######## axi_port_monitor ########
==> src/rtl/axi_port_monitor.sv <==
// Passive AXI4 protocol monitor for one NoC master port.
// Tracks outstanding bursts and beat counts and raises sticky violation flags.
// Optional handshake counters are built when AXI_MON_HS_CNT_EN is defined;
// otherwise hs_cnt is tied to zero.
module axi_port_monitor #(
  parameter int unsigned LEN_WIDTH       = 4,
  parameter int unsigned MAX_OUTSTANDING = 8
) (
  input  logic                                   ACLK,
  input  logic                                   ARESETn,
  input  logic                                   AWVALID,
  input  logic                                   AWREADY,
  input  logic [LEN_WIDTH-1:0]                   AWLEN,
  input  logic                                   WVALID,
  input  logic                                   WREADY,
  input  logic                                   WLAST,
  input  logic                                   BVALID,
  input  logic                                   BREADY,
  input  logic                                   ARVALID,
  input  logic                                   ARREADY,
  input  logic [LEN_WIDTH-1:0]                   ARLEN,
  input  logic                                   RVALID,
  input  logic                                   RREADY,
  input  logic                                   RLAST,
  output logic [7:0]                             err_flags,
  output logic                                   err_any,
  output logic [$clog2(MAX_OUTSTANDING+1)-1:0]   wr_outstanding,
  output logic [$clog2(MAX_OUTSTANDING+1)-1:0]   rd_outstanding,
  output logic [79:0]                            hs_cnt
);

  localparam int unsigned CNT_W = $clog2(MAX_OUTSTANDING + 1);
  localparam int unsigned PTR_W = (MAX_OUTSTANDING > 1) ? $clog2(MAX_OUTSTANDING) : 1;
  localparam logic [CNT_W-1:0] CNT_MAX  = CNT_W'(MAX_OUTSTANDING);
  localparam logic [PTR_W-1:0] PTR_LAST = PTR_W'(MAX_OUTSTANDING - 1);

  logic [LEN_WIDTH-1:0] aw_mem [MAX_OUTSTANDING];
  logic [LEN_WIDTH-1:0] ar_mem [MAX_OUTSTANDING];
  logic [PTR_W-1:0]     aw_wr, aw_rd, ar_wr, ar_rd;
  logic [CNT_W-1:0]     aw_cnt;
  logic [LEN_WIDTH-1:0] w_beat, r_beat;
  logic prev_awvalid, prev_awready, prev_wvalid, prev_wready;
  logic prev_arvalid, prev_arready, prev_bvalid, prev_bready;
  logic prev_rvalid, prev_rready;

  logic aw_hs, w_hs, b_hs, ar_hs, r_hs;
  logic aw_full, ar_full, aw_ne, ar_ne;
  logic aw_push, aw_pop, ar_push, ar_pop;
  logic w_head_ok, w_chk, r_chk;
  logic [LEN_WIDTH-1:0] w_head_len;
  logic wr_zero, wr_inc, wr_dec;
  logic [7:0] flags_new;

  // Handshake decode, FIFO control and violation detection for this sample
  always_comb begin
    aw_hs = AWVALID & AWREADY;
    w_hs  = WVALID & WREADY;
    b_hs  = BVALID & BREADY;
    ar_hs = ARVALID & ARREADY;
    r_hs  = RVALID & RREADY;

    aw_full = (aw_cnt == CNT_MAX);
    ar_full = (rd_outstanding == CNT_MAX);
    aw_ne   = (aw_cnt != '0);
    ar_ne   = (rd_outstanding != '0);
    aw_push = aw_hs & ~aw_full;
    ar_push = ar_hs & ~ar_full;

    // A W beat may ride on an AW accepted in the same cycle
    w_head_ok  = aw_ne | aw_push;
    w_head_len = aw_ne ? aw_mem[aw_rd] : AWLEN;
    w_chk      = w_hs & w_head_ok;
    aw_pop     = w_chk & WLAST;
    r_chk      = r_hs & ar_ne;
    ar_pop     = r_chk & RLAST;

    wr_zero = (wr_outstanding == '0);
    wr_inc  = aw_push & (wr_outstanding != '1);
    wr_dec  = b_hs & ~wr_zero;

    flags_new    = '0;
    flags_new[0] = prev_awvalid & ~prev_awready & ~AWVALID;
    flags_new[1] = prev_wvalid & ~prev_wready & ~WVALID;
    flags_new[2] = prev_arvalid & ~prev_arready & ~ARVALID;
    flags_new[3] = prev_bready & ~prev_bvalid & ~BREADY;
    flags_new[4] = prev_rready & ~prev_rvalid & ~RREADY;
    flags_new[5] = w_chk & (WLAST != (w_beat == w_head_len));
    flags_new[6] = r_chk & (RLAST != (r_beat == ar_mem[ar_rd]));
    flags_new[7] = (w_hs & ~w_head_ok) | (b_hs & wr_zero) | (r_hs & ~ar_ne) |
                   (aw_hs & aw_full) | (ar_hs & ar_full);
  end

  // Burst length storage; contents are don't-care while the FIFO is empty
  always_ff @(posedge ACLK) begin
    if (aw_push) aw_mem[aw_wr] <= AWLEN;
    if (ar_push) ar_mem[ar_wr] <= ARLEN;
  end

  // Tracking state, previous-cycle samples and sticky flags
  always_ff @(posedge ACLK or negedge ARESETn) begin
    if (!ARESETn) begin
      aw_wr          <= '0;
      aw_rd          <= '0;
      ar_wr          <= '0;
      ar_rd          <= '0;
      aw_cnt         <= '0;
      w_beat         <= '0;
      r_beat         <= '0;
      prev_awvalid   <= 1'b0;
      prev_awready   <= 1'b0;
      prev_wvalid    <= 1'b0;
      prev_wready    <= 1'b0;
      prev_arvalid   <= 1'b0;
      prev_arready   <= 1'b0;
      prev_bvalid    <= 1'b0;
      prev_bready    <= 1'b0;
      prev_rvalid    <= 1'b0;
      prev_rready    <= 1'b0;
      err_flags      <= '0;
      err_any        <= 1'b0;
      wr_outstanding <= '0;
      rd_outstanding <= '0;
    end else begin
      prev_awvalid <= AWVALID;
      prev_awready <= AWREADY;
      prev_wvalid  <= WVALID;
      prev_wready  <= WREADY;
      prev_arvalid <= ARVALID;
      prev_arready <= ARREADY;
      prev_bvalid  <= BVALID;
      prev_bready  <= BREADY;
      prev_rvalid  <= RVALID;
      prev_rready  <= RREADY;

      if (aw_push) aw_wr <= (aw_wr == PTR_LAST) ? '0 : PTR_W'(aw_wr + 1'b1);
      if (aw_pop)  aw_rd <= (aw_rd == PTR_LAST) ? '0 : PTR_W'(aw_rd + 1'b1);
      if (ar_push) ar_wr <= (ar_wr == PTR_LAST) ? '0 : PTR_W'(ar_wr + 1'b1);
      if (ar_pop)  ar_rd <= (ar_rd == PTR_LAST) ? '0 : PTR_W'(ar_rd + 1'b1);

      if (aw_push && !aw_pop)      aw_cnt <= CNT_W'(aw_cnt + 1'b1);
      else if (!aw_push && aw_pop) aw_cnt <= CNT_W'(aw_cnt - 1'b1);

      if (ar_push && !ar_pop)      rd_outstanding <= CNT_W'(rd_outstanding + 1'b1);
      else if (!ar_push && ar_pop) rd_outstanding <= CNT_W'(rd_outstanding - 1'b1);

      if (wr_inc && !wr_dec)      wr_outstanding <= CNT_W'(wr_outstanding + 1'b1);
      else if (!wr_inc && wr_dec) wr_outstanding <= CNT_W'(wr_outstanding - 1'b1);

      if (w_chk) w_beat <= WLAST ? '0 : LEN_WIDTH'(w_beat + 1'b1);
      if (r_chk) r_beat <= RLAST ? '0 : LEN_WIDTH'(r_beat + 1'b1);

      err_flags <= err_flags | flags_new;
      err_any   <= |(err_flags | flags_new);
    end
  end

`ifdef AXI_MON_HS_CNT_EN
  logic [15:0] hs_aw, hs_w, hs_b, hs_ar, hs_r;

  // Saturating per-channel handshake counters
  always_ff @(posedge ACLK or negedge ARESETn) begin
    if (!ARESETn) begin
      hs_aw <= '0;
      hs_w  <= '0;
      hs_b  <= '0;
      hs_ar <= '0;
      hs_r  <= '0;
    end else begin
      if (aw_hs && hs_aw != 16'hFFFF) hs_aw <= hs_aw + 16'd1;
      if (w_hs  && hs_w  != 16'hFFFF) hs_w  <= hs_w  + 16'd1;
      if (b_hs  && hs_b  != 16'hFFFF) hs_b  <= hs_b  + 16'd1;
      if (ar_hs && hs_ar != 16'hFFFF) hs_ar <= hs_ar + 16'd1;
      if (r_hs  && hs_r  != 16'hFFFF) hs_r  <= hs_r  + 16'd1;
    end
  end

  assign hs_cnt = {hs_aw, hs_w, hs_b, hs_ar, hs_r};
`else
  assign hs_cnt = '0;
`endif

endmodule

==> config.mk <==
export PLATFORM = sky130hd
export DESIGN_NAME = axi_port_monitor
export DESIGN_NICKNAME = d
export VERILOG_FILES = /design/src/rtl/axi_port_monitor.sv
export SDC_FILE = /design/constraint.sdc
export NUM_CORES = 1
export LEC_CHECK = 0
export CELL_PAD_IN_SITES_DETAIL_PLACEMENT = 0
export CELL_PAD_IN_SITES_GLOBAL_PLACEMENT = 1
export CORE_UTILIZATION = 46
export CTS_BUF_LIST = sky130_fd_sc_hd__clkbuf_4
export DETAILED_ROUTE_END_ITERATION = 16
export PLACE_DENSITY = 0.94
export RECOVER_POWER = 50
export SLEW_MARGIN = 15
export SYNTH_ARGS = -nofsm -noshare
export SYNTH_HDL_FRONTEND = slang
export SYNTH_SLANG_ARGS = --single-unit
==> constraint.sdc <==
create_clock -name ACLK -period 4.7 [get_ports ACLK]
set_input_delay 0.705 -clock ACLK [delete_from_list [all_inputs] [get_ports ACLK]]
set_output_delay 0.705 -clock ACLK [all_outputs]
set_load 0.03 [all_outputs]
Figure 1. Clock wires, drivers and flops (axi_port_monitor).
(2 px per µm)
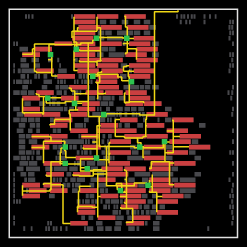
clock drivers: drawn in green, count 17. clock wires: drawn in yellow, length 1220 µm. flip-flops: drawn in red, count 115.
There are 18 routed clock nets.
Late-Pin Clk Latency: 0.51 ns
part of the total power dissipated in the clock network: 21.4%
clock-net power: 716 µW
post-route clock skew: 0.01610 ns

Figure 2. Track usage over the die (axi_port_monitor).
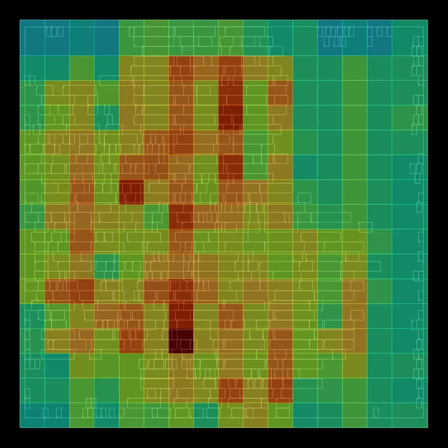
met3 layer usage reported by global route: 5.313%
fin util: 51.60%
routing layer with the top usage in global route: met2

Figure 3. Met4 routing (axi_port_monitor).
(3 px per µm)
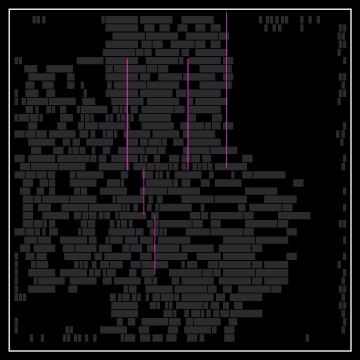
The layer holds 1.7% of the routed length. 3 nets have wire on it. The wires run mostly vertical.
routed wire length: 9.559 mm
Vias: 3238

==> summary.rpt <==
==========================================================================================
Result of the run ........................................................... finished with violations
Failing checks .............................................................. capacitance limit, slew limit
Count of clock-net buffers in the final layout ..............................           19
Most common cell after layout, fill and taps aside .......................... sky130_fd_sc_hd__conb_1
Heaviest power group ........................................................ sequential cells
Die Wd ......................................................................     113.4 µm
Topmost layer with routed signal wires ......................................         met4
P_leak ......................................................................  0.002524 µW
Combinational gate count ....................................................          309
Internal power ..............................................................      2155 µW
Proportion of synthesized chip area in sequential cells .....................       56.00%
# Max-Cap Violations ........................................................            1
Clock sink total ............................................................          115
Count of instantiated cells in the yosys netlist ............................          439
Global-route wire length before repair ......................................     15.70 mm
MUX share of area ...........................................................       10.71%
Area of the mapped netlist ..................................................     5710 µm²
Placed inst area ............................................................     5941 µm²
Clock buffers and inverters, area share .....................................       4.564%
Core Density at Floorplan ...................................................       47.34%
Yosys warning tally .........................................................            0
TritonCTS clock tree ........................................................          yes
Number of buffers on the longest clock path .................................            2
Number of pins exceeding their max-slew limit in the final report ...........           52
DRC errors left .............................................................            0
Standard-cell row count .....................................................           40
Cell taking the most area after synthesis ................................... sky130_fd_sc_hd__edfxtp_1
Fmax achieved ...............................................................    316.6 MHz
Compound Share, Synth .......................................................       3.615%
Top non-seq family .......................................................... buffers and inverters
Net switching share of the total power ......................................       35.44%
Endpoint class of the critical path .........................................         flop
Worst path required time ....................................................      5.11 ns
Overall power consumption ...................................................      3338 µW
Area of the multi-input gates ...............................................     2131 µm²
Met3 wire len ...............................................................       481 µm
Buffers excl. clock .........................................................           38
Top-count cell post-synth ................................................... sky130_fd_sc_hd__buf_4
Share of synthesized cell area in full adder, half adder and majority cells .       5.215%
Count of pins on the block boundary .........................................          119
Number of gates given a new drive strength after cts ........................            0
Placed wire-length estimate after detailed placement ........................     7.108 mm
Sum of negative setup slack .................................................         0 ns
==========================================================================================
==> state kept, by name, indices dropped and copies added (netlist names), 3 cells and up <==
signal and cells:
ar_mem 32, ar_rd 3, ar_wr 3, aw_cnt 4
aw_mem 32, aw_rd 3, aw_wr 3, err_flags 8
r_beat 4, rd_outstanding 4, w_beat 4, wr_outstanding 4
==> critical path: stages (launching register included) <==
cell and delay [ns]:
sky130_fd_sc_hd__dfrtp_1 0.46, sky130_fd_sc_hd__nor4_1 0.78, sky130_fd_sc_hd__a21oi_1 0.29, sky130_fd_sc_hd__nand2_1 0.24, sky130_fd_sc_hd__ha_1 0.22, sky130_fd_sc_hd__inv_1 0.09
sky130_fd_sc_hd__ha_1 0.28, sky130_fd_sc_hd__a21o_1 0.17, sky130_fd_sc_hd__a21oi_1 0.16, sky130_fd_sc_hd__xnor2_1 0.14, sky130_fd_sc_hd__nor2_1 0.07, sky130_fd_sc_hd__xor2_1 0.14
==> worst max-delay path by stage <==
stage                            to  depth (start not counted)
after CTS                 aw_cnt[3]                         11
after global routing      aw_cnt[3]                         11
after floorplan           aw_cnt[3]                         11
after detailed placement  aw_cnt[3]                         12
after global placement    aw_cnt[3]                         12
final                     aw_cnt[3]                         11

######## debug_sequencer ########
Figure 4. Clock wires, drivers and flops (debug_sequencer).
(4 px per µm)
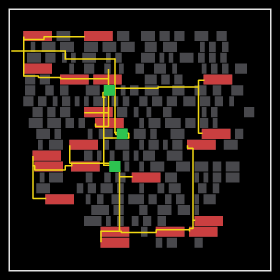
Figure 5. Where the registers sit (debug_sequencer).
(8 px per µm) Other sequential cells in the stronger gray, the rest of the logic in the fainter gray.
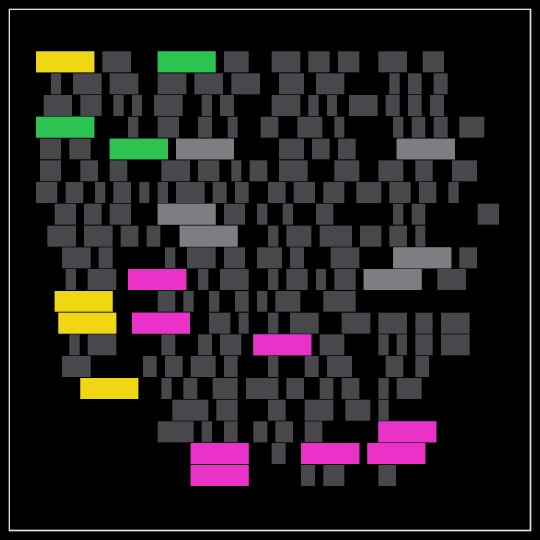
`src/rtl/debug_sequencer.sv`:
```
// debug_sequencer: executes debugPort commands against CPU run control, memory and register bank.
// Every wait state is bounded by TIMEOUT; the outcome is reported through DEBUG_ERR at ACK time.
module debug_sequencer #(
    parameter int TIMEOUT = 255
) (
    input  logic       CLK,
    input  logic       RESET_N,
    input  logic       DEBUG_REQX,
    input  logic [2:0] DEBUG_OPX,
    input  logic [3:0] DEBUG_ARGX,
    output logic       DEBUG_ACKX,
    output logic       DEBUG_ADDR_LDX,
    output logic       DEBUG_ADDR_INCX,
    output logic       DEBUG_DOUT_LDX,
    output logic [1:0] DEBUG_DATAX,
    output logic       DEBUG_ERR,
    output logic       CPU_HALT_REQ,
    input  logic       CPU_HALTED,
    output logic       CPU_STEP,
    output logic       DEBUG_MEM_RD,
    output logic       DEBUG_MEM_WR,
    input  logic       MEM_RDY,
    output logic [3:0] DEBUG_REGB_ADDR,
    output logic       DEBUG_REG_WR
);
    localparam logic [2:0] OP_NONE = 3'd0, OP_STOP = 3'd1, OP_RUN = 3'd2, OP_STEP = 3'd3,
                           OP_RD_MEM = 3'd4, OP_WR_MEM = 3'd5, OP_RD_REG = 3'd6, OP_WR_REG = 3'd7;
    localparam logic [1:0] DATAX_DIN = 2'd0, DATAX_REGB_DATA = 2'd1, DATAX_PC_A_NEXT = 2'd2,
                           DATAX_CC_DATA = 2'd3;
    localparam logic [3:0] IDLE = 4'd0, DECODE = 4'd1, HALT_WAIT = 4'd2, STEP_LOW = 4'd3,
                           STEP_HIGH = 4'd4, MEM_WAIT = 4'd5, REG_RD = 4'd6, DONE = 4'd7,
                           REQ_CLR = 4'd8;

    logic [3:0] state_q, state_d;
    logic [7:0] cnt_q, cnt_d;
    logic [2:0] op_q, op_d;
    logic [3:0] arg_q, arg_d;
    logic       err_q, err_d;
    logic       halt_q, halt_d;
    logic       timeout, halted_ok, is_mem, is_rd, is_reg, reg_on;

    always_ff @(posedge CLK) begin
        if (!RESET_N) begin
            state_q <= IDLE;
            cnt_q   <= '0;
            op_q    <= OP_NONE;
            arg_q   <= '0;
            err_q   <= 1'b0;
            halt_q  <= 1'b0;
        end else begin
            state_q <= state_d;
            cnt_q   <= cnt_d;
            op_q    <= op_d;
            arg_q   <= arg_d;
            err_q   <= err_d;
            halt_q  <= halt_d;
        end
    end

    // timeout fires on the last permitted waiting cycle, so a wait lasts exactly TIMEOUT cycles
    assign timeout = cnt_q == 8'(TIMEOUT - 1);

    always_comb begin
        state_d = state_q;
        cnt_d   = cnt_q;
        op_d    = op_q;
        arg_d   = arg_q;
        err_d   = err_q;
        halt_d  = halt_q;
        case (state_q)
            IDLE: if (DEBUG_REQX) begin
                state_d = DECODE;
                op_d    = DEBUG_OPX;
                arg_d   = DEBUG_ARGX;
            end
            DECODE: begin
                cnt_d = '0;
                if (op_q == OP_STOP) begin
                    halt_d  = 1'b1;
                    state_d = HALT_WAIT;
                end else if (op_q == OP_RUN || op_q == OP_NONE) begin
                    halt_d  = op_q == OP_RUN ? 1'b0 : halt_q;
                    err_d   = 1'b0;
                    state_d = DONE;
                end else if (!CPU_HALTED) begin
                    err_d   = 1'b1;
                    state_d = DONE;
                end else begin
                    err_d   = op_q == OP_WR_REG ? 1'b0 : err_q;
                    state_d = op_q == OP_STEP ? STEP_LOW : op_q == OP_RD_REG ? REG_RD :
                              op_q == OP_WR_REG ? DONE : MEM_WAIT;
                end
            end
            HALT_WAIT, STEP_HIGH: begin
                cnt_d   = cnt_q + 8'd1;
                state_d = CPU_HALTED || timeout ? DONE : state_q;
                err_d   = CPU_HALTED ? 1'b0 : timeout ? 1'b1 : err_q;
            end
            STEP_LOW: begin
                cnt_d   = !CPU_HALTED ? 8'd0 : cnt_q + 8'd1;
                state_d = !CPU_HALTED ? STEP_HIGH : timeout ? DONE : STEP_LOW;
                err_d   = CPU_HALTED && timeout ? 1'b1 : err_q;
            end
            MEM_WAIT: begin
                cnt_d   = cnt_q + 8'd1;
                state_d = MEM_RDY || timeout ? DONE : MEM_WAIT;
                err_d   = MEM_RDY ? 1'b0 : timeout ? 1'b1 : err_q;
            end
            REG_RD: begin
                err_d   = 1'b0;
                state_d = DONE;
            end
            DONE:    state_d = REQ_CLR;
            REQ_CLR: state_d = DEBUG_REQX ? REQ_CLR : IDLE;
            default: state_d = IDLE;
        endcase
    end

    assign halted_ok = state_q == DECODE && CPU_HALTED;
    assign is_mem    = op_q == OP_RD_MEM || op_q == OP_WR_MEM;
    assign is_rd     = op_q == OP_RD_MEM || op_q == OP_RD_REG;
    assign is_reg    = op_q == OP_RD_REG || op_q == OP_WR_REG;
    assign reg_on    = is_reg && (halted_ok || state_q == REG_RD || (state_q == DONE && !err_q));

    assign DEBUG_ACKX      = state_q == DONE;
    assign DEBUG_ADDR_LDX  = halted_ok && is_mem;
    assign DEBUG_ADDR_INCX = state_q == DONE && !err_q && is_mem && arg_q[0];
    assign DEBUG_DOUT_LDX  = state_q == DONE && !err_q && is_rd;
    assign DEBUG_ERR       = err_q;
    assign CPU_HALT_REQ    = halt_q;
    assign CPU_STEP        = halted_ok && op_q == OP_STEP;
    assign DEBUG_MEM_RD    = state_q == MEM_WAIT && op_q == OP_RD_MEM;
    assign DEBUG_MEM_WR    = state_q == MEM_WAIT && op_q == OP_WR_MEM;
    assign DEBUG_REG_WR    = halted_ok && op_q == OP_WR_REG;
    assign DEBUG_REGB_ADDR = reg_on ? arg_q : 4'd0;
    assign DEBUG_DATAX     = !(reg_on && op_q == OP_RD_REG) ? DATAX_DIN :
                             arg_q == 4'hF ? DATAX_PC_A_NEXT :
                             arg_q == 4'hE ? DATAX_CC_DATA : DATAX_REGB_DATA;
endmodule

```
`config.mk`:
```
export PLATFORM = sky130hd
export DESIGN_NAME = debug_sequencer
export DESIGN_NICKNAME = d
export VERILOG_FILES = /design/src/rtl/debug_sequencer.sv
export SDC_FILE = /design/constraint.sdc
export NUM_CORES = 1
export LEC_CHECK = 0
export CAP_MARGIN = 20
export CELL_PAD_IN_SITES_DETAIL_PLACEMENT = 1
export CELL_PAD_IN_SITES_GLOBAL_PLACEMENT = 1
export CORE_MARGIN = 3
export CORE_UTILIZATION = 40
export CTS_CLUSTER_SIZE = 10
export DETAILED_ROUTE_END_ITERATION = 8
export PLACE_DENSITY = 0.9
export REMOVE_ABC_BUFFERS = 1
export SLEW_MARGIN = 30
export SYNTH_ARGS = -nofsm -noshare
export SYNTH_HDL_FRONTEND = slang
export SYNTH_SLANG_ARGS = --single-unit
export TNS_END_PERCENT = 20
```
`constraint.sdc`:
```
create_clock -name CLK -period 4.85 [get_ports CLK]
set_input_delay 0.7275 -clock CLK [delete_from_list [all_inputs] [get_ports CLK]]
set_output_delay 0.7275 -clock CLK [all_outputs]
set_load 0.1 [all_outputs]
```
==> summary.rpt <==
====================================================================================
Internal power ........................................................     391.8 µW
Routing layer with the top usage in global route ......................         met2
Number of standard cells after synthesis ..............................          177
Total number of nets in the final design ..............................          210
Detailed Route Iter0 Violations .......................................          123
# Max-Cap Violations ..................................................            0
Smallest setup slack after layout .....................................    0.7302 ns
DRC errors left .......................................................            0
Top non-seq family .................................................... simple AND/OR/NAND/NOR gates
Hold Crit Class ....................................................... flop to flop
Fraction of final layout cells with drive strength greater than 1 .....       11.28%
Slew at the pin closest to its max-slew limit .........................    0.9777 ns
Setup slack after placement ...........................................     1.156 ns
Result of the run ..................................................... finished, final reports clean
H-tree lvl count ......................................................            1
Core Density at Floorplan .............................................       43.78%
Number of antenna violations at the first check in global routing .....            0
Proportion of synthesized flip-flops having asynchronous set or reset .           0%
Count of library flops with an enable pin .............................            0
Die Area ..............................................................     4222 µm²
Relative contribution of sequential cells to total power ..............        38.2%
Late-Pin Clk Latency ..................................................      0.31 ns
Yosys warning tally ...................................................            0
Proportion of synthesized chip area in sequential cells ...............       30.22%
Synth-to-Final Area Change ............................................       18.98%
Number of pins exceeding their max-slew limit in the final report .....            0
Global-route wire length before repair ................................     7.389 mm
Topmost layer with routed signal wires ................................         met4
Post-CTS Setup Bufs ...................................................            0
Final worst-path cycle share ..........................................       84.94%
Per-instance average area after synthesis .............................    7.861 µm²
====================================================================================
Notes on Figure 4 above:
clock drivers: drawn in green, count 3. clock wires: drawn in yellow, length 300 µm. flip-flops: drawn in red, count 21.
Position of the flops: widely spread. There are 4 routed clock nets.
clock-net power: 90.1 µW
post-route clock skew: 0.004420 ns

Notes on Figure 5 above:
`cnt_q`: drawn in magenta, flops 8. `arg_q`: drawn in yellow, flops 4. `op_q`: drawn in green, flops 3.
register fraction of the total cell area: 25.40%
Storage cell area: 420.4 µm²
power dissipated in sequential cells: 292 µW
fin util: 52.09%

kinds of logic (layout without fill, tap and decap cells):
group / after synthesis / count (layout)
fa+ha+maj: 2 / 2
buf+inv: 22 / 40
compound gates: 40 / 40
simple gates: 81 / 81
flops: 21 / 21
mux: 7 / 7
xor+xnor: 4 / 4
metrics by stage:
step / cell area, µm² / cells / TNS, ns
after floorplan: 1325 / 164 / -3.718
after global routing: 1655 / 239 / 0
after CTS: 1655 / 239 / 0
final: 1655 / 239 / 0
after global placement: 1628 / 235 / 0
after detailed placement: 1628 / 235 / 0
power by group through the flow:
stage                     logic (µW)  registers, µW  clock network, µW
final                            382            292               90.1
after global routing             419            304                102
after CTS                        381            289               91.1
after detailed placement         378            292                  0
after global placement           360            287                  0
after floorplan                  252            303                  0
final cells by class:
type,count,area (µm²),share of cell area [%]
clock buffer,3,22.52,1.361
sequential,21,420.4,25.40
multi-input combinational,134,870.8,52.61
timing repair buffer,27,247.7,14.97
inverter,9,33.78,2.041
tap,44,55.05,3.326
clock inverter,1,5.005,0.3023
registers in the layout, indices dropped and copies added (netlist names):
name          cells
cnt_q             8
CPU_HALT_REQ      1
DEBUG_ERR         1
arg_q             4
op_q              3
state_q           4

######## vram_arb ########
Figure 6. Track usage over the die (vram_arb).
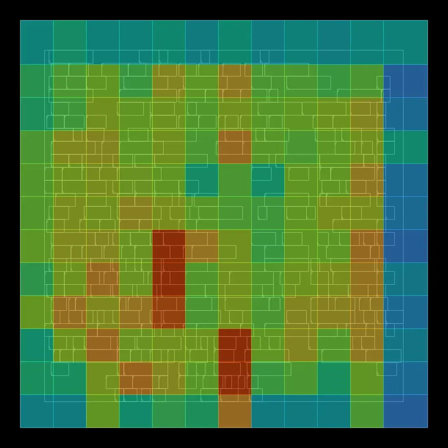
Figure 7. Clock wires, drivers and flops (vram_arb).
(3 px per µm)
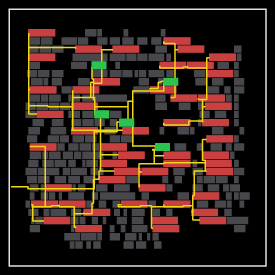
<file path="src/rtl/vram_arb.sv">
// Display/host arbiter for the single-port 6 KB display RAM.
// Display has priority; a starve counter bounds how long the host can wait.
module vram_arb #(
  parameter int unsigned STARVE_MAX = 4
) (
  input  logic        clk,
  input  logic        rst_x,
  input  logic        disp_req,
  input  logic [12:0] disp_addr,
  output logic        disp_ack,
  output logic        disp_rvld,
  output logic [7:0]  disp_rdata,
  input  logic        host_req,
  input  logic        host_we,
  input  logic [12:0] host_addr,
  input  logic [7:0]  host_wdata,
  output logic        host_ack,
  output logic        host_rvld,
  output logic [7:0]  host_rdata,
  output logic        ram_ce,
  output logic        ram_we,
  output logic [12:0] ram_addr,
  output logic [7:0]  ram_di,
  input  logic [7:0]  ram_do
);

  localparam logic [12:0] ADDR_LIM = 13'h1800;
  localparam logic [3:0]  SMAX     = 4'(STARVE_MAX);

  typedef struct packed {
    logic vld;
    logic host;
    logic inr;
  } tag_t;

  logic        g_disp;
  logic        g_host;
  logic        disp_inr;
  logic        host_inr;

  logic [3:0]  starve_q, starve_d;
  tag_t        t1_q, t1_d;
  tag_t        t2_q, t2_d;
  logic        ram_ce_q, ram_ce_d;
  logic        ram_we_q, ram_we_d;
  logic [12:0] ram_addr_q, ram_addr_d;
  logic [7:0]  ram_di_q, ram_di_d;
  logic        disp_rvld_q, disp_rvld_d;
  logic        host_rvld_q, host_rvld_d;
  logic [7:0]  disp_rdata_q, disp_rdata_d;
  logic [7:0]  host_rdata_q, host_rdata_d;

  always_comb begin
    g_disp   = disp_req && (starve_q < SMAX);
    g_host   = host_req && !g_disp;
    disp_inr = disp_addr < ADDR_LIM;
    host_inr = host_addr < ADDR_LIM;
  end

  assign disp_ack = g_disp;
  assign host_ack = g_host;

  // Counts host-pending cycles lost to the display.
  always_comb begin
    starve_d = starve_q;
    if (!host_req || g_host) begin
      starve_d = '0;
    end else if (g_disp && (starve_q < SMAX)) begin
      starve_d = starve_q + 4'd1;
    end
  end

  always_comb begin
    ram_ce_d   = 1'b0;
    ram_we_d   = 1'b0;
    ram_addr_d = ram_addr_q;
    ram_di_d   = ram_di_q;
    t1_d       = '0;
    unique case (1'b1)
      g_disp: begin
        ram_addr_d = disp_addr;
        ram_ce_d   = disp_inr;
        t1_d.vld   = 1'b1;
        t1_d.host  = 1'b0;
        t1_d.inr   = disp_inr;
      end
      g_host: begin
        ram_addr_d = host_addr;
        ram_di_d   = host_wdata;
        ram_we_d   = host_we;
        ram_ce_d   = host_inr;
        t1_d.vld   = !host_we;
        t1_d.host  = 1'b1;
        t1_d.inr   = host_inr;
      end
      default: ;
    endcase
  end

  // Tag stage 2 lines up with ram_do for the read it tracks.
  always_comb begin
    t2_d         = t1_q;
    disp_rvld_d  = t2_q.vld && !t2_q.host;
    host_rvld_d  = t2_q.vld && t2_q.host;
    disp_rdata_d = disp_rdata_q;
    host_rdata_d = host_rdata_q;
    if (disp_rvld_d) begin
      disp_rdata_d = t2_q.inr ? ram_do : 8'h00;
    end
    if (host_rvld_d) begin
      host_rdata_d = t2_q.inr ? ram_do : 8'h00;
    end
  end

  always_ff @(posedge clk or negedge rst_x) begin
    if (!rst_x) begin
      starve_q     <= '0;
      t1_q         <= '0;
      t2_q         <= '0;
      ram_ce_q     <= 1'b0;
      ram_we_q     <= 1'b0;
      ram_addr_q   <= '0;
      ram_di_q     <= '0;
      disp_rvld_q  <= 1'b0;
      host_rvld_q  <= 1'b0;
      disp_rdata_q <= '0;
      host_rdata_q <= '0;
    end else begin
      starve_q     <= starve_d;
      t1_q         <= t1_d;
      t2_q         <= t2_d;
      ram_ce_q     <= ram_ce_d;
      ram_we_q     <= ram_we_d;
      ram_addr_q   <= ram_addr_d;
      ram_di_q     <= ram_di_d;
      disp_rvld_q  <= disp_rvld_d;
      host_rvld_q  <= host_rvld_d;
      disp_rdata_q <= disp_rdata_d;
      host_rdata_q <= host_rdata_d;
    end
  end

  assign ram_ce     = ram_ce_q;
  assign ram_we     = ram_we_q;
  assign ram_addr   = ram_addr_q;
  assign ram_di     = ram_di_q;
  assign disp_rvld  = disp_rvld_q;
  assign host_rvld  = host_rvld_q;
  assign disp_rdata = disp_rdata_q;
  assign host_rdata = host_rdata_q;

endmodule
</file>
<file path="config.mk">
export PLATFORM = sky130hd
export DESIGN_NAME = vram_arb
export DESIGN_NICKNAME = d
export VERILOG_FILES = /design/src/rtl/vram_arb.sv
export SDC_FILE = /design/constraint.sdc
export NUM_CORES = 1
export LEC_CHECK = 0
export CAP_MARGIN = 20
export CORE_MARGIN = 5
export CORE_UTILIZATION = 39
export CTS_CLUSTER_DIAMETER = 40
export CTS_CLUSTER_SIZE = 30
export DETAILED_ROUTE_END_ITERATION = 6
export HOLD_SLACK_MARGIN = 0.1
export PLACE_DENSITY = 0.77
export SETUP_SLACK_MARGIN = 0.3
export SYNTH_ARGS = -nofsm -noshare
export SYNTH_HDL_FRONTEND = slang
export SYNTH_SLANG_ARGS = --single-unit
</file>
<file path="constraint.sdc">
create_clock -name clk -period 1.55 [get_ports clk]
set_input_delay 0.3875 -clock clk [delete_from_list [all_inputs] [get_ports clk]]
set_output_delay 0.3875 -clock clk [all_outputs]
set_load 0.01 [all_outputs]
</file>
==> summary.rpt <==
===============================================================================
Result of the run ................................................ finished with violations
Failing checks ................................................... setup timing
Number of global-route vias before repair ........................         1799
Final Hold Vio Count .............................................            0
Most common cell after layout, fill and taps aside ............... sky130_fd_sc_hd__dfrtp_1
Combinational gate count .........................................           96
Cell taking the most area after synthesis ........................ sky130_fd_sc_hd__dfrtp_1
Count of antenna-violating nets left after detailed routing ......            0
Total of endpoints with negative setup slack in the final report .           27
Cts bufs inserted ................................................            5
Fmax achieved ....................................................    562.0 MHz
Final min period .................................................     1.779 ns
Die Wd ...........................................................     85.12 µm
Smallest setup slack after layout ................................   -0.2293 ns
Hold Crit Class .................................................. flop to flop
Yosys warning tally ..............................................            0
Post-synth regs ..................................................           50
===============================================================================
Notes on Figure 6 above:
fin util: 63.55%
overall track demand over capacity in global routing: 14.89%

Notes on Figure 7 above:
clock drivers: drawn in green, count 5. flip-flops: drawn in red, count 50. clock wires: drawn in yellow, length 583 µm.
There are 6 routed clock nets.
Late-Pin Clk Latency: 0.29 ns
part of the total power dissipated in the clock network: 27.0%

[critical path: stages, from the launching register on]
cell and delay (ns):
sky130_fd_sc_hd__dfrtp_1 0.40, sky130_fd_sc_hd__or3b_4 0.43, sky130_fd_sc_hd__inv_4 0.09, sky130_fd_sc_hd__buf_6 0.10
sky130_fd_sc_hd__buf_6 0.09
[layer usage]
metal	share of wire [%]	vias up	routed length, µm
met5	0	-	0
met1	41	810	2235
met3	11	5	576
li1	-	785	-
met4	0.68	0	37
met2	48	66	2621
[worst min-delay path by stage]
stage	from	to	cells after the start	slack, ns
final	t1_q[1]	t2_q[1]	0	0.36
after global routing	t1_q[2]	t2_q[2]	0	0.37
after CTS	t1_q[1]	t2_q[1]	0	0.36
after detailed placement	t1_q[1]	t2_q[1]	0	0.34
after global placement	t1_q[1]	t2_q[1]	0	0.34
after floorplan	rst_x	disp_rdata[0]	0	0.09
[synthesized netlist by cell type, drive strengths merged]
cell type,count
o211ai,8
a21boi,1
and3,3
dfrtp,50
mux2,43
ha,1
or4bb,8
and2,8
clkbuf,3
nor3,1
nor2,1
nand2,10
o21ai,1
inv,3
buf,5
nor2b,1
conb,1
or3b,1
nand2b,8

######## bit_scan_iter ########
Figure 8. Track usage over the die (bit_scan_iter).
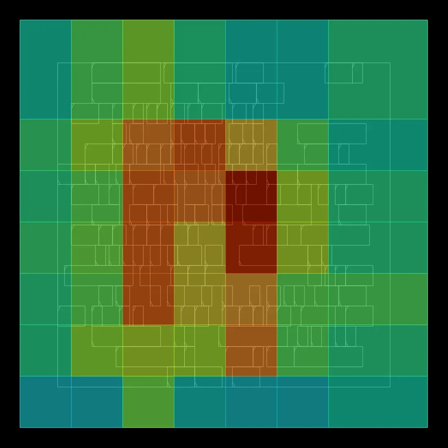
<file path="src/rtl/bit_scan_iter.sv">
// bit_scan_iter: enumerates set-bit indices of a word, lowest first, one beat per handshake
module ctz #(
  parameter int ORDER = 3
) (
  input  logic [2**ORDER-1:0] word,
  output logic [ORDER-1:0]    idx
);
  // lowest set bit wins because it is assigned last; zero word yields 0
  always_comb begin
    idx = '0;
    for (int i = 2**ORDER-1; i >= 0; i--) idx = word[i] ? ORDER'(i) : idx;
  end
endmodule

module bit_scan_iter #(
  parameter int ORDER = 3
) (
  input  logic               clock,
  input  logic               reset,
  input  logic               in_valid,
  output logic               in_ready,
  input  logic [2**ORDER-1:0] in,
  output logic               out_valid,
  input  logic               out_ready,
  output logic [ORDER-1:0]   out_index,
  output logic [ORDER:0]     out_seq,
  output logic               out_last,
  output logic               out_none
);
  localparam int W = 2**ORDER;
  typedef enum logic {IDLE, SCAN} state_t;
  state_t state, state_n;
  logic [W-1:0] word, word_n, word_clr;
  logic [ORDER:0] seq, seq_n;
  logic [ORDER-1:0] low;
  logic fire, take;
  ctz #(.ORDER(ORDER)) u_ctz (.word(word), .idx(low));
  assign word_clr  = word & (word - W'(1));
  assign out_valid = state == SCAN;
  assign out_index = out_valid ? low : '0;
  assign out_seq   = out_valid ? seq : '0;
  assign out_last  = out_valid & (word_clr == '0);
  assign out_none  = out_valid & (word == '0);
  assign fire      = out_valid & out_ready;
  assign in_ready  = (state == IDLE) | (fire & out_last);
  assign take      = in_valid & in_ready;
  // next state: accept a new word (also on last-beat handoff), else consume a beat
  always_comb begin
    state_n = state;
    word_n  = word;
    seq_n   = seq;
    if (take) begin
      state_n = SCAN;
      word_n  = in;
      seq_n   = '0;
    end else if (fire) begin
      state_n = out_last ? IDLE : SCAN;
      word_n  = word_clr;
      seq_n   = out_last ? '0 : seq + (ORDER+1)'(1);
    end
  end
  // state, held word and beat ordinal registers
  always_ff @(posedge clock or posedge reset) begin
    if (reset) begin
      state <= IDLE;
      word  <= '0;
      seq   <= '0;
    end else begin
      state <= state_n;
      word  <= word_n;
      seq   <= seq_n;
    end
  end
endmodule

</file>
<file path="config.mk">
export PLATFORM = sky130hd
export DESIGN_NAME = bit_scan_iter
export DESIGN_NICKNAME = d
export VERILOG_FILES = /design/src/rtl/bit_scan_iter.sv
export SDC_FILE = /design/constraint.sdc
export NUM_CORES = 1
export LEC_CHECK = 0
export ABC_AREA = 1
export CORE_MARGIN = 5
export CORE_UTILIZATION = 45
export CTS_CLUSTER_SIZE = 20
export DETAILED_ROUTE_END_ITERATION = 12
export HOLD_SLACK_MARGIN = 0.03
export PLACE_DENSITY = 0.74
export SKIP_CTS_REPAIR_TIMING = 1
export SLEW_MARGIN = 0
export SYNTH_ARGS = -nofsm -noshare
export SYNTH_HDL_FRONTEND = slang
export SYNTH_SLANG_ARGS = --single-unit
export TNS_END_PERCENT = 10
</file>
<file path="constraint.sdc">
create_clock -name clock -period 3.8 [get_ports clock]
set_input_delay 0.57 -clock clock [delete_from_list [all_inputs] [get_ports clock]]
set_output_delay 0.57 -clock clock [all_outputs]
set_load 0.02 [all_outputs]
</file>
==> summary.rpt <==
================================================================================
Result of the run ................................................. finished, final reports clean
Crit path launch type .............................................         flop
Count of pins on the block boundary ...............................           23
Post-route standard cell area excluding fillers ...................     1155 µm²
Final min period ..................................................     2.835 ns
Die Area ..........................................................     2993 µm²
DRC errors left ...................................................            0
Pin count of the biggest net entering global routing ..............           14
Cell taking the most area after synthesis ......................... sky130_fd_sc_hd__dfrtp_1
Total number of nets in the final design ..........................          168
Cts bufs inserted .................................................            3
Slew Limit Headroom ...............................................       65.09%
Area of the mapped netlist ........................................    899.6 µm²
Crit path cell chain .............................................. nor2_4 -> nand2_1 -> nand2_1 -> nand3_1 -> nor2_2 -> nand3_2 -> nand2_2 -> clkdlybuf4s50_1
Total of endpoints with negative setup slack in the final report ..            0
Main area contributors after synthesis ............................ sky130_fd_sc_hd__dfrtp_1, sky130_fd_sc_hd__nand2_1, sky130_fd_sc_hd__nand3_1
Synth-to-Final Area Change ........................................       28.37%
Inserted Diodes ...................................................            0
Part of the total power dissipated in the clock network ...........         7.8%
Count of library flops with an enable pin .........................            0
CP max FO .........................................................           11
Power dissipated in sequential cells ..............................       280 µW
Number of antenna violations at the first check in global routing .            0
Per-instance average area after synthesis .........................    6.867 µm²
Clock-net power ...................................................      85.6 µW
Share of Yosys cell area claimed by the top area cell type ........       36.16%
Met3 wire len .....................................................        84 µm
Gate power share ..................................................        66.7%
Late-Pin Clk Latency ..............................................      0.28 ns
================================================================================
Notes on Figure 8 above:
overall track demand over capacity in global routing: 16.73%
WL per Instance: 11.63 µm
GR Layer Usage met1: 20.37%
fin util: 59.47%
met3 layer usage reported by global route: 2.452%

## metrics by stage
stage	instances	hold slack (ns)
2_1_floorplan	131	0.4470
4_1_cts	181	0.5388
6_report	181	0.5356
3_3_place_gp	177	0.5132
3_5_place_dp	177	0.5226
5_1_grt	181	0.5613
## sequential cells by signal, summed over array words and instances (netlist names)
| register | count |
|---|---|
| out_valid | 1 |
| word | 8 |
| seq | 4 |
## cells by family after synthesis
kind of cell,count (synthesis),synth area share (%)
compound gates,12,7.789
xor+xnor,2,1.948
fa+ha+maj,1,1.391
buf+inv,25,12.52
flops,13,36.16
simple gates,78,40.19
## layout make-up
| cell class | count | share of cell area [%] |
|---|---|---|
| clock inverter | 1 | 0.4334 |
| sequential | 13 | 28.17 |
| timing repair buffer | 23 | 19.72 |
| multi-input combinational | 93 | 39.98 |
| clock buffer | 3 | 1.950 |
| tap | 27 | 2.925 |
| inverter | 21 | 6.826 |
## path summary, 6_finish.rpt
path / end / start
worst max-delay path: in_ready / word[0]
worst min-delay path: seq[0] / seq[0]
worst max register to register: word[4] / word[0]
worst min register to register: seq[0] / seq[0]
max in group asynchronous: seq[3] / reset
min in group asynchronous: word[5] / reset

######## parallel_to_serial ########
**src/rtl/parallel_to_serial.sv**
```systemverilog
// Parallel-in, serial-out transmitter: accepts a WIDTH-bit word on a
// ready/load handshake and shifts it out one bit per clock, with valid and
// last-bit framing strobes. Back-to-back words stream with no idle gap.
module parallel_to_serial #(
  parameter int   WIDTH      = 4,
  parameter bit   MSB_FIRST  = 1'b0,
  parameter logic IDLE_LEVEL = 1'b0
) (
  input  logic             clkIn,
  input  logic             rstIn,
  input  logic [WIDTH-1:0] pinIn,
  input  logic             loadIn,
  output logic             readyOut,
  output logic             serOut,
  output logic             validOut,
  output logic             lastOut,
  output logic             busyOut
);

  localparam int CW = (WIDTH > 1) ? $clog2(WIDTH) : 1;
  localparam logic [CW-1:0] LAST_CNT = CW'(WIDTH - 1);

  typedef enum logic {
    IDLE  = 1'b0,
    SHIFT = 1'b1
  } state_t;

  state_t           state, state_nxt;
  logic [WIDTH-1:0] shreg, shreg_nxt;
  logic [CW-1:0]    cnt, cnt_nxt;
  logic             at_last;
  logic             accept;
  logic [WIDTH-1:0] shifted;

  assign at_last = (state == SHIFT) && (cnt == LAST_CNT);
  assign accept  = loadIn && readyOut;
  // The output end is bit 0 for LSB-first and bit WIDTH-1 for MSB-first.
  assign shifted = MSB_FIRST ? {shreg[WIDTH-2:0], 1'b0}
                             : {1'b0, shreg[WIDTH-1:1]};

  // State, shift register and bit counter; reset wins over any load.
  always_ff @(posedge clkIn) begin
    if (rstIn) begin
      state <= IDLE;
      shreg <= '0;
      cnt   <= '0;
    end else begin
      state <= state_nxt;
      shreg <= shreg_nxt;
      cnt   <= cnt_nxt;
    end
  end

  // Next-state: load from IDLE or during the last-bit cycle, else shift.
  always_comb begin
    state_nxt = state;
    shreg_nxt = shreg;
    cnt_nxt   = cnt;
    unique case (state)
      IDLE: begin
        if (accept) begin
          shreg_nxt = pinIn;
          cnt_nxt   = '0;
          state_nxt = SHIFT;
        end
      end
      SHIFT: begin
        if (accept) begin
          shreg_nxt = pinIn;
          cnt_nxt   = '0;
          state_nxt = SHIFT;
        end else if (at_last) begin
          shreg_nxt = shifted;
          cnt_nxt   = '0;
          state_nxt = IDLE;
        end else begin
          shreg_nxt = shifted;
          cnt_nxt   = cnt + CW'(1);
        end
      end
      default: begin
        state_nxt = IDLE;
      end
    endcase
  end

  // Outputs decoded purely from registered state; no path from loadIn/pinIn.
  always_comb begin
    readyOut = 1'b0;
    serOut   = IDLE_LEVEL;
    validOut = 1'b0;
    lastOut  = 1'b0;
    busyOut  = 1'b0;
    if (state == SHIFT) begin
      serOut   = MSB_FIRST ? shreg[WIDTH-1] : shreg[0];
      validOut = 1'b1;
      busyOut  = 1'b1;
      lastOut  = at_last;
      readyOut = at_last;
    end else begin
      readyOut = 1'b1;
    end
  end

endmodule

```
**config.mk**
```make
export PLATFORM = sky130hd
export DESIGN_NAME = parallel_to_serial
export DESIGN_NICKNAME = d
export VERILOG_FILES = /design/src/rtl/parallel_to_serial.sv
export SDC_FILE = /design/constraint.sdc
export NUM_CORES = 1
export LEC_CHECK = 0
export ABC_AREA = 1
export CAP_MARGIN = 30
export CORE_AREA = 2 2 39 41
export DETAILED_ROUTE_END_ITERATION = 8
export DIE_AREA = 0 0 41 43
export SYNTH_ARGS = -nofsm -noshare
export SYNTH_HDL_FRONTEND = slang
export SYNTH_SLANG_ARGS = --single-unit
```
**constraint.sdc**
```tcl
create_clock -name clkIn -period 1.3 [get_ports clkIn]
set_clock_uncertainty 0.15 [all_clocks]
set_input_delay 0.13 -clock clkIn [delete_from_list [all_inputs] [get_ports clkIn]]
set_output_delay 0.13 -clock clkIn [all_outputs]
set_load 0.005 [all_outputs]
```
Figure 9. Close-up of the layout (parallel_to_serial).
Window x 21 to 41, y 1 to 21 µm. Cells in gray, sequential cells in the stronger gray; small squares are vias.
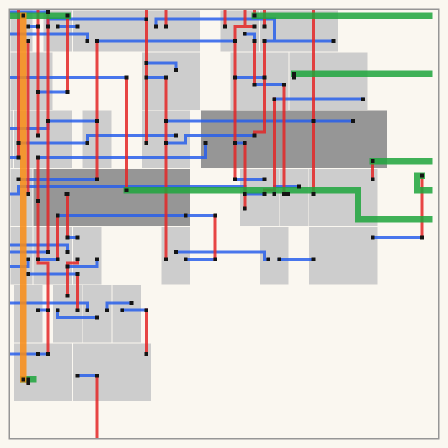
metal 2: drawn in red. metal 1: drawn in blue. metal 3: drawn in green. metal 4: drawn in orange.
30 logic cells have their middle in the window. Sequential cells in the window: 2. Netlist names of flops here include `shreg` (1), `state` (1).

Figure 10. Signal wires by layer (parallel_to_serial).
(8 px per µm)
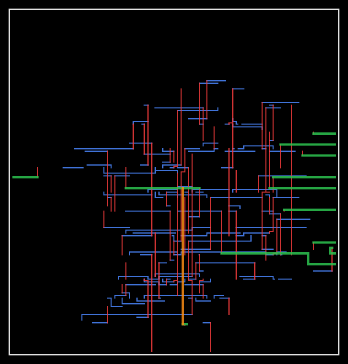
metal 1: drawn in blue, wire length 361 µm. metal 4: drawn in orange, wire length 17.0 µm. metal 2: drawn in red, wire length 347 µm. metal 3: drawn in green, wire length 67.8 µm.
Vias: 364
WL per Instance: 8.800 µm

==> summary.rpt <==
====================================================================================
Count of fill cells added during filler insertion .....................          152
TritonCTS clock tree ..................................................          yes
Worst path required time ..............................................      1.34 ns
Area of the multi-input gates .........................................    180.2 µm²
Result of the run ..................................................... finished with violations
Number of logged tool warnings ........................................           28
Clock buffers and inverters, area share ...............................       4.545%
Cts-stage hold buffer count ...........................................            0
Slew Limit Headroom ...................................................       84.88%
Failing checks ........................................................ setup timing
Hold Crit Class ....................................................... flop to flop
Setup slack, reg-to-reg ...............................................     -0.02 ns
Clock sink total ......................................................            7
Count of pins on the block boundary ...................................           12
Commonest flop ........................................................ sky130_fd_sc_hd__dfxtp_1
Die Wd ................................................................        41 µm
Most common cell after layout, fill and taps aside .................... sky130_fd_sc_hd__nand2_1
Smallest setup slack after layout .....................................  -0.01504 ns
Detailed Route Iter0 Violations .......................................            6
Inserted Diodes .......................................................            0
Ranking of synthesized cells by instance count ........................ sky130_fd_sc_hd__nand2_1, sky130_fd_sc_hd__nor2_1, sky130_fd_sc_hd__inv_1
Share of Yosys cell area claimed by the top area cell type ............       40.73%
Area of the mapped netlist ............................................    344.1 µm²
Total of endpoints with negative setup slack in the final report ......            1
Total number of nets in the final design ..............................           83
Placed wire-length estimate after detailed placement ..................     568.1 µm
CORE AREA .............................................................     1384 µm²
Summed standard-cell area reported by yosys ...........................    344.1 µm²
Root buffer cell ...................................................... sky130_fd_sc_hd__clkbuf_4
DRC errors left .......................................................            0
Peak VDD IR ...........................................................    0.3832 mV
Sum of negative setup slack ...........................................  -0.01504 ns
Cell depth of the worst min-delay path ................................            2
Worst hold-check slack ................................................    0.3272 ns
Crit path launch type .................................................         flop
Fmax achieved .........................................................    760.4 MHz
Global-route wire length before repair ................................     1.297 mm
Per-instance average area after synthesis .............................    6.747 µm²
Number of standard cells after synthesis ..............................           51
Yosys warning tally ...................................................            0
Last element of the critical path .....................................     shreg[2]
Core Density at Floorplan .............................................       24.86%
Unrepaired setup endpoints after global routing .......................         true
Overall track demand over capacity in global routing ..................       10.87%
Proportion of synthesized flip-flops having asynchronous set or reset .           0%
====================================================================================
Figure 11. Track usage over the die (parallel_to_serial).
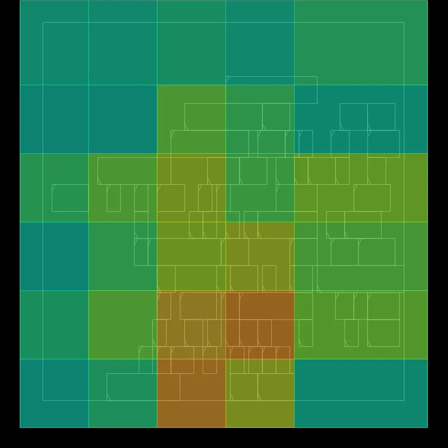
routing layer with the top usage in global route: met2
GR Layer Usage met1: 11.97%

stage by stage:
step	setup slack [ns]	std cells	cell area [µm²]
finish	-0.01504	90	578.1
global route	-0.09064	90	578.1
CTS	-0.04535	89	563.0
detailed placement	-0.1101	84	519.2
global placement	-0.08346	84	519.2
floorplan	0.1037	51	344.1
routing by layer:
layer | vias up | wire (µm)
li1 | 201 | -
met4 | 0 | 17
met3 | 2 | 67
met1 | 148 | 360
met2 | 13 | 347
met5 | - | 0
report_power, final:
part / total (µW) / switching (µW) / internal, µW / leakage [µW]
registers: 243 / 11.3 / 231 / 0.0000592
logic: 115 / 50.9 / 64.3 / 0.000216
clock network: 205 / 87.8 / 118 / 0.0000150
total: 563 / 150 / 413 / 0.000291
critical path, stage by stage (launching register included):
cell and delay (ns):
sky130_fd_sc_hd__dfxtp_2 0.33, sky130_fd_sc_hd__ha_4 0.16, sky130_fd_sc_hd__buf_6 0.11, sky130_fd_sc_hd__a21oi_4 0.23, sky130_fd_sc_hd__nand2_1 0.08, sky130_fd_sc_hd__nand2_1 0.06, sky130_fd_sc_hd__nor2_1 0.04, sky130_fd_sc_hd__nor2_1 0.10
registers in the layout, indices dropped and copies added, names as in the netlist:
signal	count
state	1
shreg	4
cnt	2


==> notes/layouts.md <==
Pictures saved along the way, in no particular order.

Close-up of the layout.
panel A
Window x 75 to 95, y 18 to 38 µm. Cells in gray, sequential cells in the stronger gray; small squares are vias.
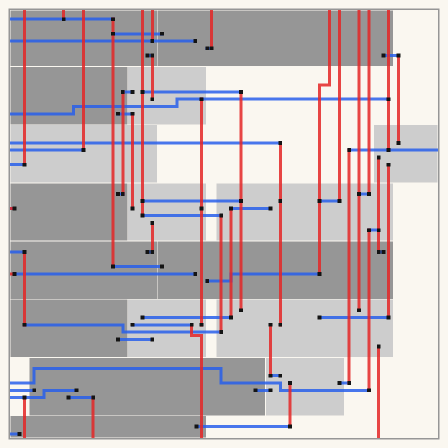
panel B
Window x 39 to 59, y 6 to 26 µm. Cells in gray, sequential cells in the stronger gray; small squares are vias.
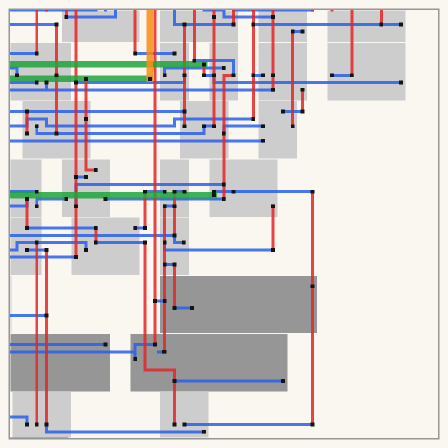
panel C
Window x 31 to 51, y 4 to 24 µm. Cells in gray, sequential cells in the stronger gray; small squares are vias.
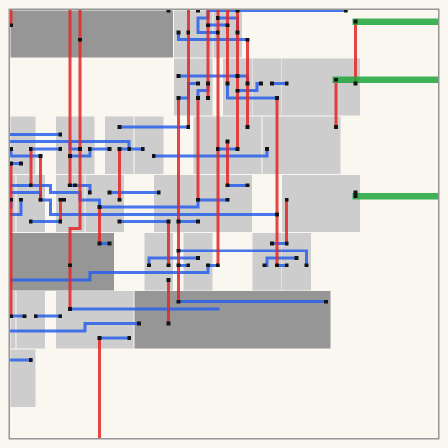
panel D
Window x 54 to 74, y 11 to 31 µm. Cells in gray, sequential cells in the stronger gray; small squares are vias.
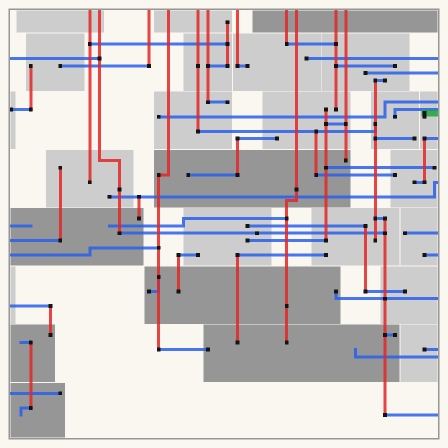
debug_sequencer: panel B
bit_scan_iter: panel C
vram_arb: panel D
axi_port_monitor: panel A

Key to panel D:
metal 3: drawn in green. metal 2: drawn in red. metal 1: drawn in blue.
Most frequent: mux2_2 (5), dfrtp_1 (4), and2_1 (3). Netlist names of flops here include `host_rdata` (3), `disp_rdata` (1). Sequential cells in the window: 4. 17 logic cells have their middle in the window.

Power and IR drop assume default switching activity.
